######## design 1 ########
### Ports around the boundary, design 1

Pins as bars across the die edge, other pins in grey.
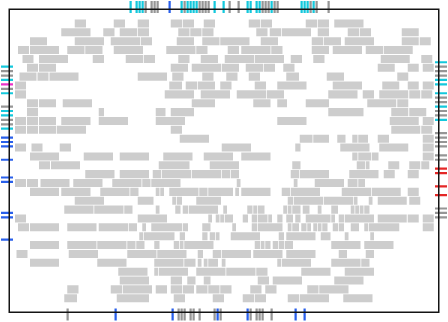

`src/rtl/int_ctrl_pkg.sv`:
```
// Shared interrupt-controller types: PC width, cause-index width, FSM encoding, priority select.
// Pure declarations; no latency, no flow control.
package int_ctrl_pkg;

  localparam int PC_W    = 32;
  localparam int IRQ_MAX = 16;
  localparam int IDX_W   = 4;

  typedef enum logic [1:0] {
    ST_IDLE    = 2'd0,
    ST_ARM     = 2'd1,
    ST_ENTRY   = 2'd2,
    ST_HANDLER = 2'd3
  } state_e;

  typedef logic [IDX_W-1:0] idx_t;

  // Lowest set index wins; returns 0 when nothing is requested.
  function automatic idx_t prio_sel(input logic [IRQ_MAX-1:0] req);
    idx_t sel;
    sel = '0;
    for (int i = IRQ_MAX - 1; i >= 0; i--) begin
      if (req[i]) sel = idx_t'(i);
    end
    return sel;
  endfunction

endpackage

```
`src/rtl/int_ctrl_irq_sync_edge.sv`:
```
// Vectorised 2-flop synchronizer plus rising-edge detect; rise_vld is combinational off the flops.
// Pin edge to rise_vld is 2 clocks; no backpressure, and lines already high at reset release never fire.
module irq_sync_edge #(
  parameter int WIDTH = 16
) (
  input  logic             clk,
  input  logic             rst_n,
  input  logic [WIDTH-1:0] irq_in,
  output logic [WIDTH-1:0] rise_vld
);

  logic [WIDTH-1:0] s1_q, s1_d;
  logic [WIDTH-1:0] s2_q, s2_d;
  logic [WIDTH-1:0] prev_q, prev_d;
  logic [2:0]       live_q, live_d;

  // live_q[2] marks that prev_q holds a real post-reset sample, so a line
  // that was already high when reset released cannot look like a rise.
  always_comb begin
    s1_d   = irq_in;
    s2_d   = s1_q;
    prev_d = s2_q;
    live_d = {live_q[1:0], 1'b1};
  end

  always_ff @(posedge clk or negedge rst_n) begin
    if (!rst_n) begin
      s1_q   <= '0;
      s2_q   <= '0;
      prev_q <= '0;
      live_q <= '0;
    end else begin
      s1_q   <= s1_d;
      s2_q   <= s2_d;
      prev_q <= prev_d;
      live_q <= live_d;
    end
  end

  assign rise_vld = s2_q & ~prev_q & {WIDTH{live_q[2]}};

endmodule

```
`src/rtl/int_ctrl.sv`:
```
// Interrupt controller: latches synchronized irq edges, arms on mie, enters a trap at a commit boundary.
// Pin edge to pending 3 clocks, ARM to entry pulse 1 clock; commit_valid is the only throttle (no ready).
module int_ctrl
  import int_ctrl_pkg::*;
#(
  parameter int PC_WIDTH = PC_W,
  parameter int NUM_IRQ  = IRQ_MAX
) (
  input  logic                clk,
  input  logic                rst_n,
  input  logic [NUM_IRQ-1:0]  irq_in,
  input  logic                int_mstatus_mie,
  input  logic                commit_valid,
  input  logic [PC_WIDTH-1:0] commit_pc,
  input  logic                mret_commit,
  output logic                trap_entry_en,
  output logic                trap_exit_en,
  output logic [IDX_W-1:0]    int_index,
  output logic [PC_WIDTH-1:0] normal_pc,
  output logic                flush_req,
  output logic [NUM_IRQ-1:0]  irq_pending
);

  state_e              state_q, state_d;
  logic [NUM_IRQ-1:0]  rise_vld;
  logic [NUM_IRQ-1:0]  pend_q, pend_d, pend_clr;
  idx_t                sel_idx;
  logic                take_entry;

  logic                entry_q, entry_d;
  logic                exit_q, exit_d;
  logic                flush_q, flush_d;
  idx_t                idx_q, idx_d;
  logic [PC_WIDTH-1:0] pc_q, pc_d;

  irq_sync_edge #(.WIDTH(NUM_IRQ)) u_sync (
    .clk      (clk),
    .rst_n    (rst_n),
    .irq_in   (irq_in),
    .rise_vld (rise_vld)
  );

  assign sel_idx    = prio_sel(IRQ_MAX'(pend_q));
  assign take_entry = (state_q == ST_ARM) && (pend_q != '0) && int_mstatus_mie && commit_valid;

  // The taken bit drops as ENTRY is left; a fresh rise on it in that cycle wins.
  always_comb begin
    pend_clr = '0;
    if (state_q == ST_ENTRY) pend_clr = NUM_IRQ'(1) << idx_q;
    pend_d = (pend_q & ~pend_clr) | rise_vld;
  end

  always_ff @(posedge clk or negedge rst_n) begin
    if (!rst_n) state_q <= ST_IDLE;
    else        state_q <= state_d;
  end

  always_comb begin
    state_d = state_q;
    case (state_q)
      ST_IDLE:    if ((pend_q != '0) && int_mstatus_mie) state_d = ST_ARM;
      ST_ARM: begin
        if ((pend_q == '0) || !int_mstatus_mie) state_d = ST_IDLE;
        else if (commit_valid)                  state_d = ST_ENTRY;
      end
      ST_ENTRY:   state_d = ST_HANDLER;
      ST_HANDLER: if (mret_commit) state_d = ST_IDLE;
      default:    state_d = ST_IDLE;
    endcase
  end

  // Outputs are decoded from the next state so the pulses line up with ENTRY itself.
  always_comb begin
    entry_d = (state_d == ST_ENTRY);
    flush_d = (state_d == ST_ENTRY);
    exit_d  = (state_q == ST_HANDLER) && mret_commit;
    idx_d   = take_entry ? sel_idx : idx_q;
    pc_d    = take_entry ? commit_pc : pc_q;
  end

  always_ff @(posedge clk or negedge rst_n) begin
    if (!rst_n) begin
      pend_q  <= '0;
      entry_q <= 1'b0;
      exit_q  <= 1'b0;
      flush_q <= 1'b0;
      idx_q   <= '0;
      pc_q    <= '0;
    end else begin
      pend_q  <= pend_d;
      entry_q <= entry_d;
      exit_q  <= exit_d;
      flush_q <= flush_d;
      idx_q   <= idx_d;
      pc_q    <= pc_d;
    end
  end

  assign trap_entry_en = entry_q;
  assign trap_exit_en  = exit_q;
  assign flush_req     = flush_q;
  assign int_index     = idx_q;
  assign normal_pc     = pc_q;
  assign irq_pending   = pend_q;

endmodule

```
`config.mk`:
```
export PLATFORM = sky130hd
export DESIGN_NAME = int_ctrl
export DESIGN_NICKNAME = d
export VERILOG_FILES = /design/src/rtl/int_ctrl_pkg.sv /design/src/rtl/int_ctrl_irq_sync_edge.sv /design/src/rtl/int_ctrl.sv
export SDC_FILE = /design/constraint.sdc
export NUM_CORES = 1
export LEC_CHECK = 0
export ABC_CLOCK_PERIOD_IN_PS = 2000
export CAP_MARGIN = 20
export CORE_ASPECT_RATIO = 0.7
export CORE_UTILIZATION = 33
export CTS_CLUSTER_DIAMETER = 150
export DETAILED_ROUTE_END_ITERATION = 7
export GPL_TIMING_DRIVEN = 0
export HOLD_SLACK_MARGIN = 0.06
export SLEW_MARGIN = 15
export SYNTH_ARGS = -nofsm -noshare
export SYNTH_HDL_FRONTEND = slang
export SYNTH_SLANG_ARGS = --single-unit
export TNS_END_PERCENT = 100
```
`constraint.sdc`:
```
create_clock -name clk -period 2 [get_ports clk]
set_clock_uncertainty 0.05 [all_clocks]
set_input_delay 0.3 -clock clk [delete_from_list [all_inputs] [get_ports clk]]
set_output_delay 0.3 -clock clk [all_outputs]
set_load 0.02 [all_outputs]
```
######## design 2 ########
[src/rtl/clk_gen_pkg.sv]
`default_nettype none
`timescale 1ns/1ps
// +----------------------------------------------------------------------+
// | clk_gen_pkg : ratio legality check and width helper for clock gens.  |
// | Revision    : 1.0                                                    |
// +----------------------------------------------------------------------+
package clk_gen_pkg;

    // Odd ratios only; even ratios need a different (single-edge) divider.
    function automatic bit div_is_legal(input int div);
        return (div >= 3) && ((div % 2) == 1);
    endfunction

    function automatic int cnt_width(input int div);
        return $clog2(div);
    endfunction

endpackage : clk_gen_pkg
`default_nettype wire

[src/rtl/clk_div_odd_cnt.sv]
`default_nettype none
`timescale 1ns/1ps
// +----------------------------------------------------------------------+
// | clk_div_odd_cnt : modulo-DIV counter, async reset to DIV-1.          |
// | Revision        : 1.0                                                |
// +----------------------------------------------------------------------+
module clk_div_odd_cnt
    import clk_gen_pkg::*;
#(
    parameter int DIV = 3,
    parameter int CW  = cnt_width(DIV)
) (
    input  logic          clk,
    input  logic          rst,
    output logic [CW-1:0] cnt,
    output logic [CW-1:0] cnt_nxt
);

    localparam logic [CW-1:0] C_LAST = CW'(DIV - 1);

    always_comb begin
        cnt_nxt = (cnt == C_LAST) ? '0 : cnt + CW'(1);
    end

    // Resetting to the last value makes the first post-reset edge a wrap to 0.
    always_ff @(posedge clk or posedge rst) begin
        if (rst) begin
            cnt <= C_LAST;
        end else begin
            cnt <= cnt_nxt;
        end
    end

endmodule : clk_div_odd_cnt
`default_nettype wire

[src/rtl/clk_div_odd.sv]
`default_nettype none
`timescale 1ns/1ps
// +----------------------------------------------------------------------+
// | clk_div_odd : odd-ratio clock divider with exact 50% duty cycle.     |
// | Revision    : 1.0                                                    |
// +----------------------------------------------------------------------+
module clk_div_odd
    import clk_gen_pkg::*;
#(
    parameter int DIV = 3
) (
    input  logic clk,
    input  logic rst,
    output logic clk_out
);

    localparam int            CW     = cnt_width(DIV);
    localparam logic [CW-1:0] C_HALF = CW'((DIV - 1) / 2);
    localparam logic [CW-1:0] C_DIV  = CW'(DIV);

    generate
        if (!div_is_legal(DIV)) begin : g_bad_div
            $fatal(1, "clk_div_odd: DIV=%0d is illegal, must be odd and >= 3", DIV);
        end
    endgenerate

    logic [CW-1:0] cnt;
    logic [CW-1:0] cnt_nxt;
    logic          q_pos;
    logic          q_neg;

    clk_div_odd_cnt #(
        .DIV (DIV),
        .CW  (CW)
    ) u_cnt (
        .clk     (clk),
        .rst     (rst),
        .cnt     (cnt),
        .cnt_nxt (cnt_nxt)
    );

    always_ff @(posedge clk or posedge rst) begin
        if (rst) begin
            q_pos <= 1'b0;
        end else begin
            q_pos <= (cnt_nxt < C_HALF);
        end
    end

    // Half-cycle delayed copy supplies the extra half period of high time.
    always_ff @(negedge clk or posedge rst) begin
        if (rst) begin
            q_neg <= 1'b0;
        end else begin
            q_neg <= q_pos;
        end
    end

    assign clk_out = q_pos | q_neg;

    a_cnt_range : assert property (@(posedge clk) disable iff (rst) cnt < C_DIV);

endmodule : clk_div_odd
`default_nettype wire

[config.mk]
export PLATFORM = sky130hd
export DESIGN_NAME = clk_div_odd
export DESIGN_NICKNAME = d
export VERILOG_FILES = /design/src/rtl/clk_gen_pkg.sv /design/src/rtl/clk_div_odd_cnt.sv /design/src/rtl/clk_div_odd.sv
export SDC_FILE = /design/constraint.sdc
export NUM_CORES = 1
export LEC_CHECK = 0
export ABC_CLOCK_PERIOD_IN_PS = 1400
export CAP_MARGIN = 20
export CELL_PAD_IN_SITES_DETAIL_PLACEMENT = 1
export CELL_PAD_IN_SITES_GLOBAL_PLACEMENT = 2
export CORE_AREA = 4 4 41 43
export DETAILED_ROUTE_END_ITERATION = 12
export DIE_AREA = 0 0 45 47
export GPL_ROUTABILITY_DRIVEN = 0
export PLACE_DENSITY = 0.4
export SYNTH_ARGS = -nofsm -noshare
export SYNTH_HDL_FRONTEND = slang
export SYNTH_SLANG_ARGS = --single-unit
[constraint.sdc]
create_clock -name clk -period 1.4 [get_ports clk]
set_input_delay 0.21 -clock clk [delete_from_list [all_inputs] [get_ports clk]]
set_output_delay 0.21 -clock clk [all_outputs]
set_load 0.01 [all_outputs]
### Routed clock nets over the placement, design 1

Bar = 50 µm.
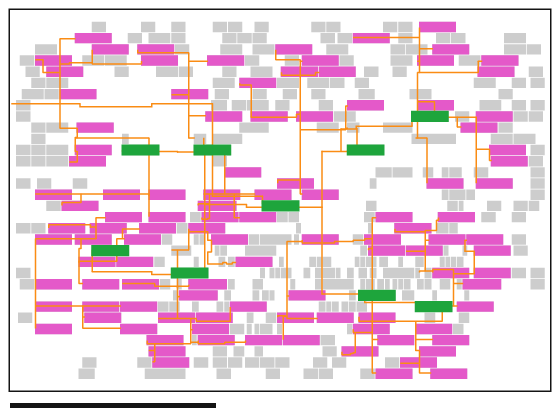
[magenta] flip-flops | count: 107
[green] cells driving clock nets | count: 9
[orange] clock wires | length: 1,260 µm
flops lie: spread over the die
routed clock nets: 10
Clock Latency Late Sink: 0.34 ns
clock-net power: 1.79 mW

## Picture notes: 'Ports around the boundary' of design 1
[blue] `irq_in` | pins: 16 | direction: input | edge: 9 left, 6 bottom, 1 top
[red] `int_index` | pins: 4 | direction: output | edge: right
[magenta] `clk` | pins: 1 | direction: input | edge: left
[cyan] `commit_pc` | pins: 32 | direction: input | edge: 20 top, 6 right, 6 left
chip height: 92.53 µm
IO buf count: 107

==> ci_impl_report.md, design 1 <==
### Flow metrics

| Metric | Value |
|---|---|
| Vias | `2,372` |
| Max Buffers Root-to-Sink | `2` |
| Comb pwr share | `0.343` |
| Tap cells | `153` |
| Slew Limit Fails | `0` |
| H-tree depth | `3` |
| Pleak | `2.328 nW` |
| Seq/Total Area, Yosys | `0.6930` |
| Hold Startpoint | `u_sync.live_q[0]$_DFF_PN0_` |
| Top logic family | `multiplexers` |
| Mi-comb count | `133` |
| Buffer and inverter count on the worst path | `2` |
| Mapped Area | `3864 µm²` |
| Dominant cell by count in the synthesized netlist | `dfrtp_1` |
| Met3 Wirelength | `567 µm` |
| Synth mux share | `0.1253` |
| CTS resizes | `1` |
| Antenna Violating Nets Remaining | `0` |
| Worst hold endpoint | `u_sync.live_q[1]$_DFF_PN0_` |
| Worst setup path end | `normal_pc[14]$_DFFE_PN0P_` |
| Total CTS buffers | `9` |
| Status | `completed` |
| Yosys simple share | `0.1017` |
| Fill cells | `957` |
| Setup bufs post-CTS | `0` |
| I/O Pins | `108` |
| CP cell instances | `nor4_4, nand4_1, nor2b_4, buf_6, buf_12, mux2_4` |
| Fin area | `5528 µm²` |
| Reg2Reg Setup Slack | `0.05 ns` |
| Wirelength per Cell | `14.55 µm` |
| Met2 global-route usage | `0.1933` |
### Routed clock nets over the placement, design 2

Bar = 10 µm.
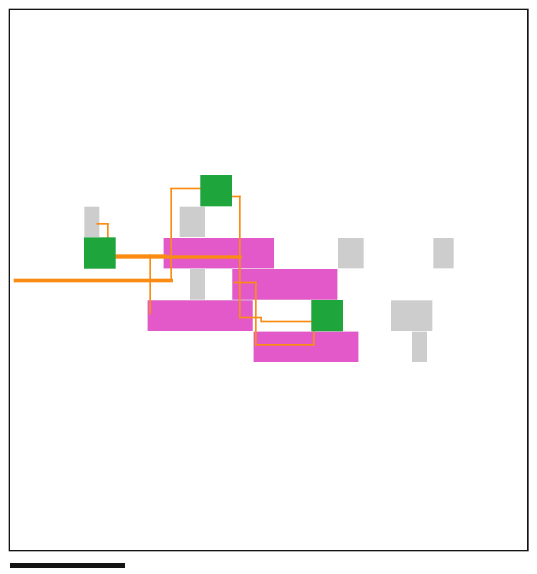
[magenta] flip-flops | count: 4
[orange] clock wires | length: 87.1 µm
[green] cells driving clock nets | count: 3
routed clock nets: 4
flops lie: middle
share of total power in the clock network: 0.565
Clock Latency Late Sink: 0.25 ns
Clock Skews: 0.01361 ns

### Power grid, design 2

Pins as bars on the die edge. Tap cells in grey.
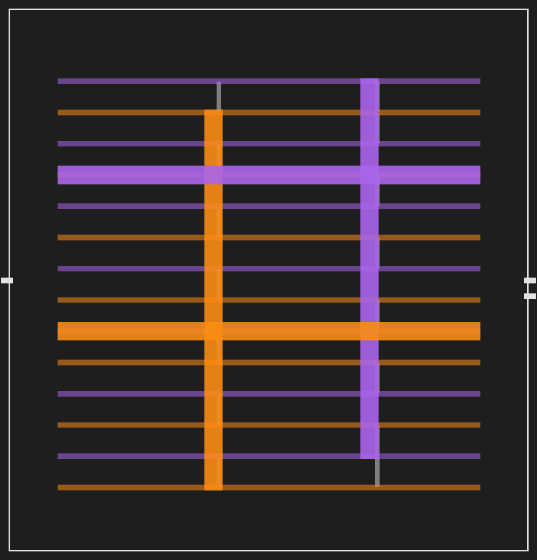
[orange] VSS
[purple] VDD
signal pins: 3
met5 straps: 2
met1 rails: 14
met4 straps: 2
Max VDD drop: 0.3664 mV
chip height: 47 µm
area of the core: 1301 µm²
chip width: 45 µm

==> ci_impl_report.md, design 2 <==
### Flow metrics

| Metric | Value |
|---|---|
| Status | `finished with violations` |
| Failing checks | `setup timing` |
| Antenna Violating Nets Remaining | `0` |
| CP cell instances | `or2_1, buf_2` |
| Final worst slack | `-0.4017 ns` |
| Worst-path maximum fanout | `1` |
| Worst path slowest cell | `dfrtn_1` |
| Crit path depth | `2` |
| Sequential Area | `101.3 µm²` |
| Worst-Margin Slew | `0.1496 ns` |
| Top logic family | `simple AND/OR/NAND/NOR gates` |
| Tool warnings | `29` |
| Most common logic cells in the final layout | `3 x clkbuf_4, 2 x dfrtp_1` |
| Dominant cell by count in the synthesized netlist | `dfrtp_1` |
| Tightest Hold Check Type | `in2async` |
| Setup bufs post-CTS | `0` |
| Rel. slew slack | `0.9002` |
| Seq/Total Area, Yosys | `0.8100` |
| Kind of cell adding the most delay to the critical path | `flip-flops` |
| Worst slack, placed | `-0.4979 ns` |
| M1 WL | `87 µm` |
| H-tree depth | `1` |
| Library cell occupying the most area in the post-synthesis netlist | `dfrtp_1` |
| R2R Path Start | `q_pos$_DFF_PP0_` |
| Floorplan Utilization | `0.09615` |
| Synth warn | `0` |
| Final setup fails | `1` |
| Reg2Reg Depth | `0` |
| Hold slack | `0.1525 ns` |
| Area grow syn2layout | `45.00%` |
| Clkbuf count | `4` |
| Max Cap Viol | `0` |
| Most common logic cell in the routed design | `clkbuf_4` |
| CP Launch Type | `flip-flop` |
| Yosys xor share | `0` |
| Pleak | `0.07559 nW` |
| GRT overflow | `0` |
| Crit path DAT | `1.59 ns` |
| Slew Limit Fails | `0` |
| Sequential share of power | `0.417` |
| Die area | `2115 µm²` |
| Fill cells | `160` |
| Final Hold Viols | `0` |
| Top class by area | `sequential cells` |
| Largest net degree at the start of global routing | `5` |
| Power Sequential | `116 µW` |
| Worst path max stage delay | `0.31 ns` |
| Tap cells | `15` |
| IO buf count | `2` |
| Mi-comb count | `3` |
| Wirelength per Cell | `7.172 µm` |
| GRT Util Overall | `0.03489` |
| Gate Area | `16.27 µm²` |
| Buffer and inverter count on the worst path | `1` |

## Gallery

Signal wires by layer.
image #1
Bar = 10 µm.
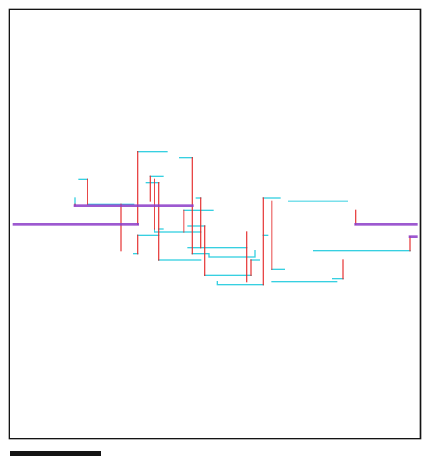
image #2
Bar = 50 µm.
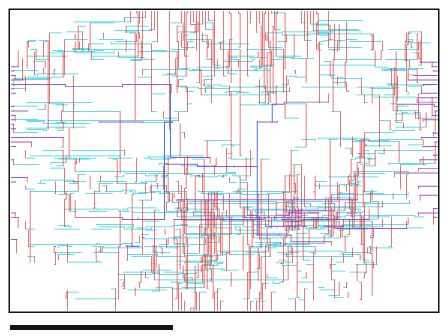
Of these, largest die: image #2
design 1 -> image #2
design 2 -> image #1

Key to image #1:
[cyan] met1 | wire length: 87.5 µm
[purple] met3 | wire length: 33.8 µm
[red] met2 | wire length: 87.7 µm


Power and IR drop assume default switching activity.
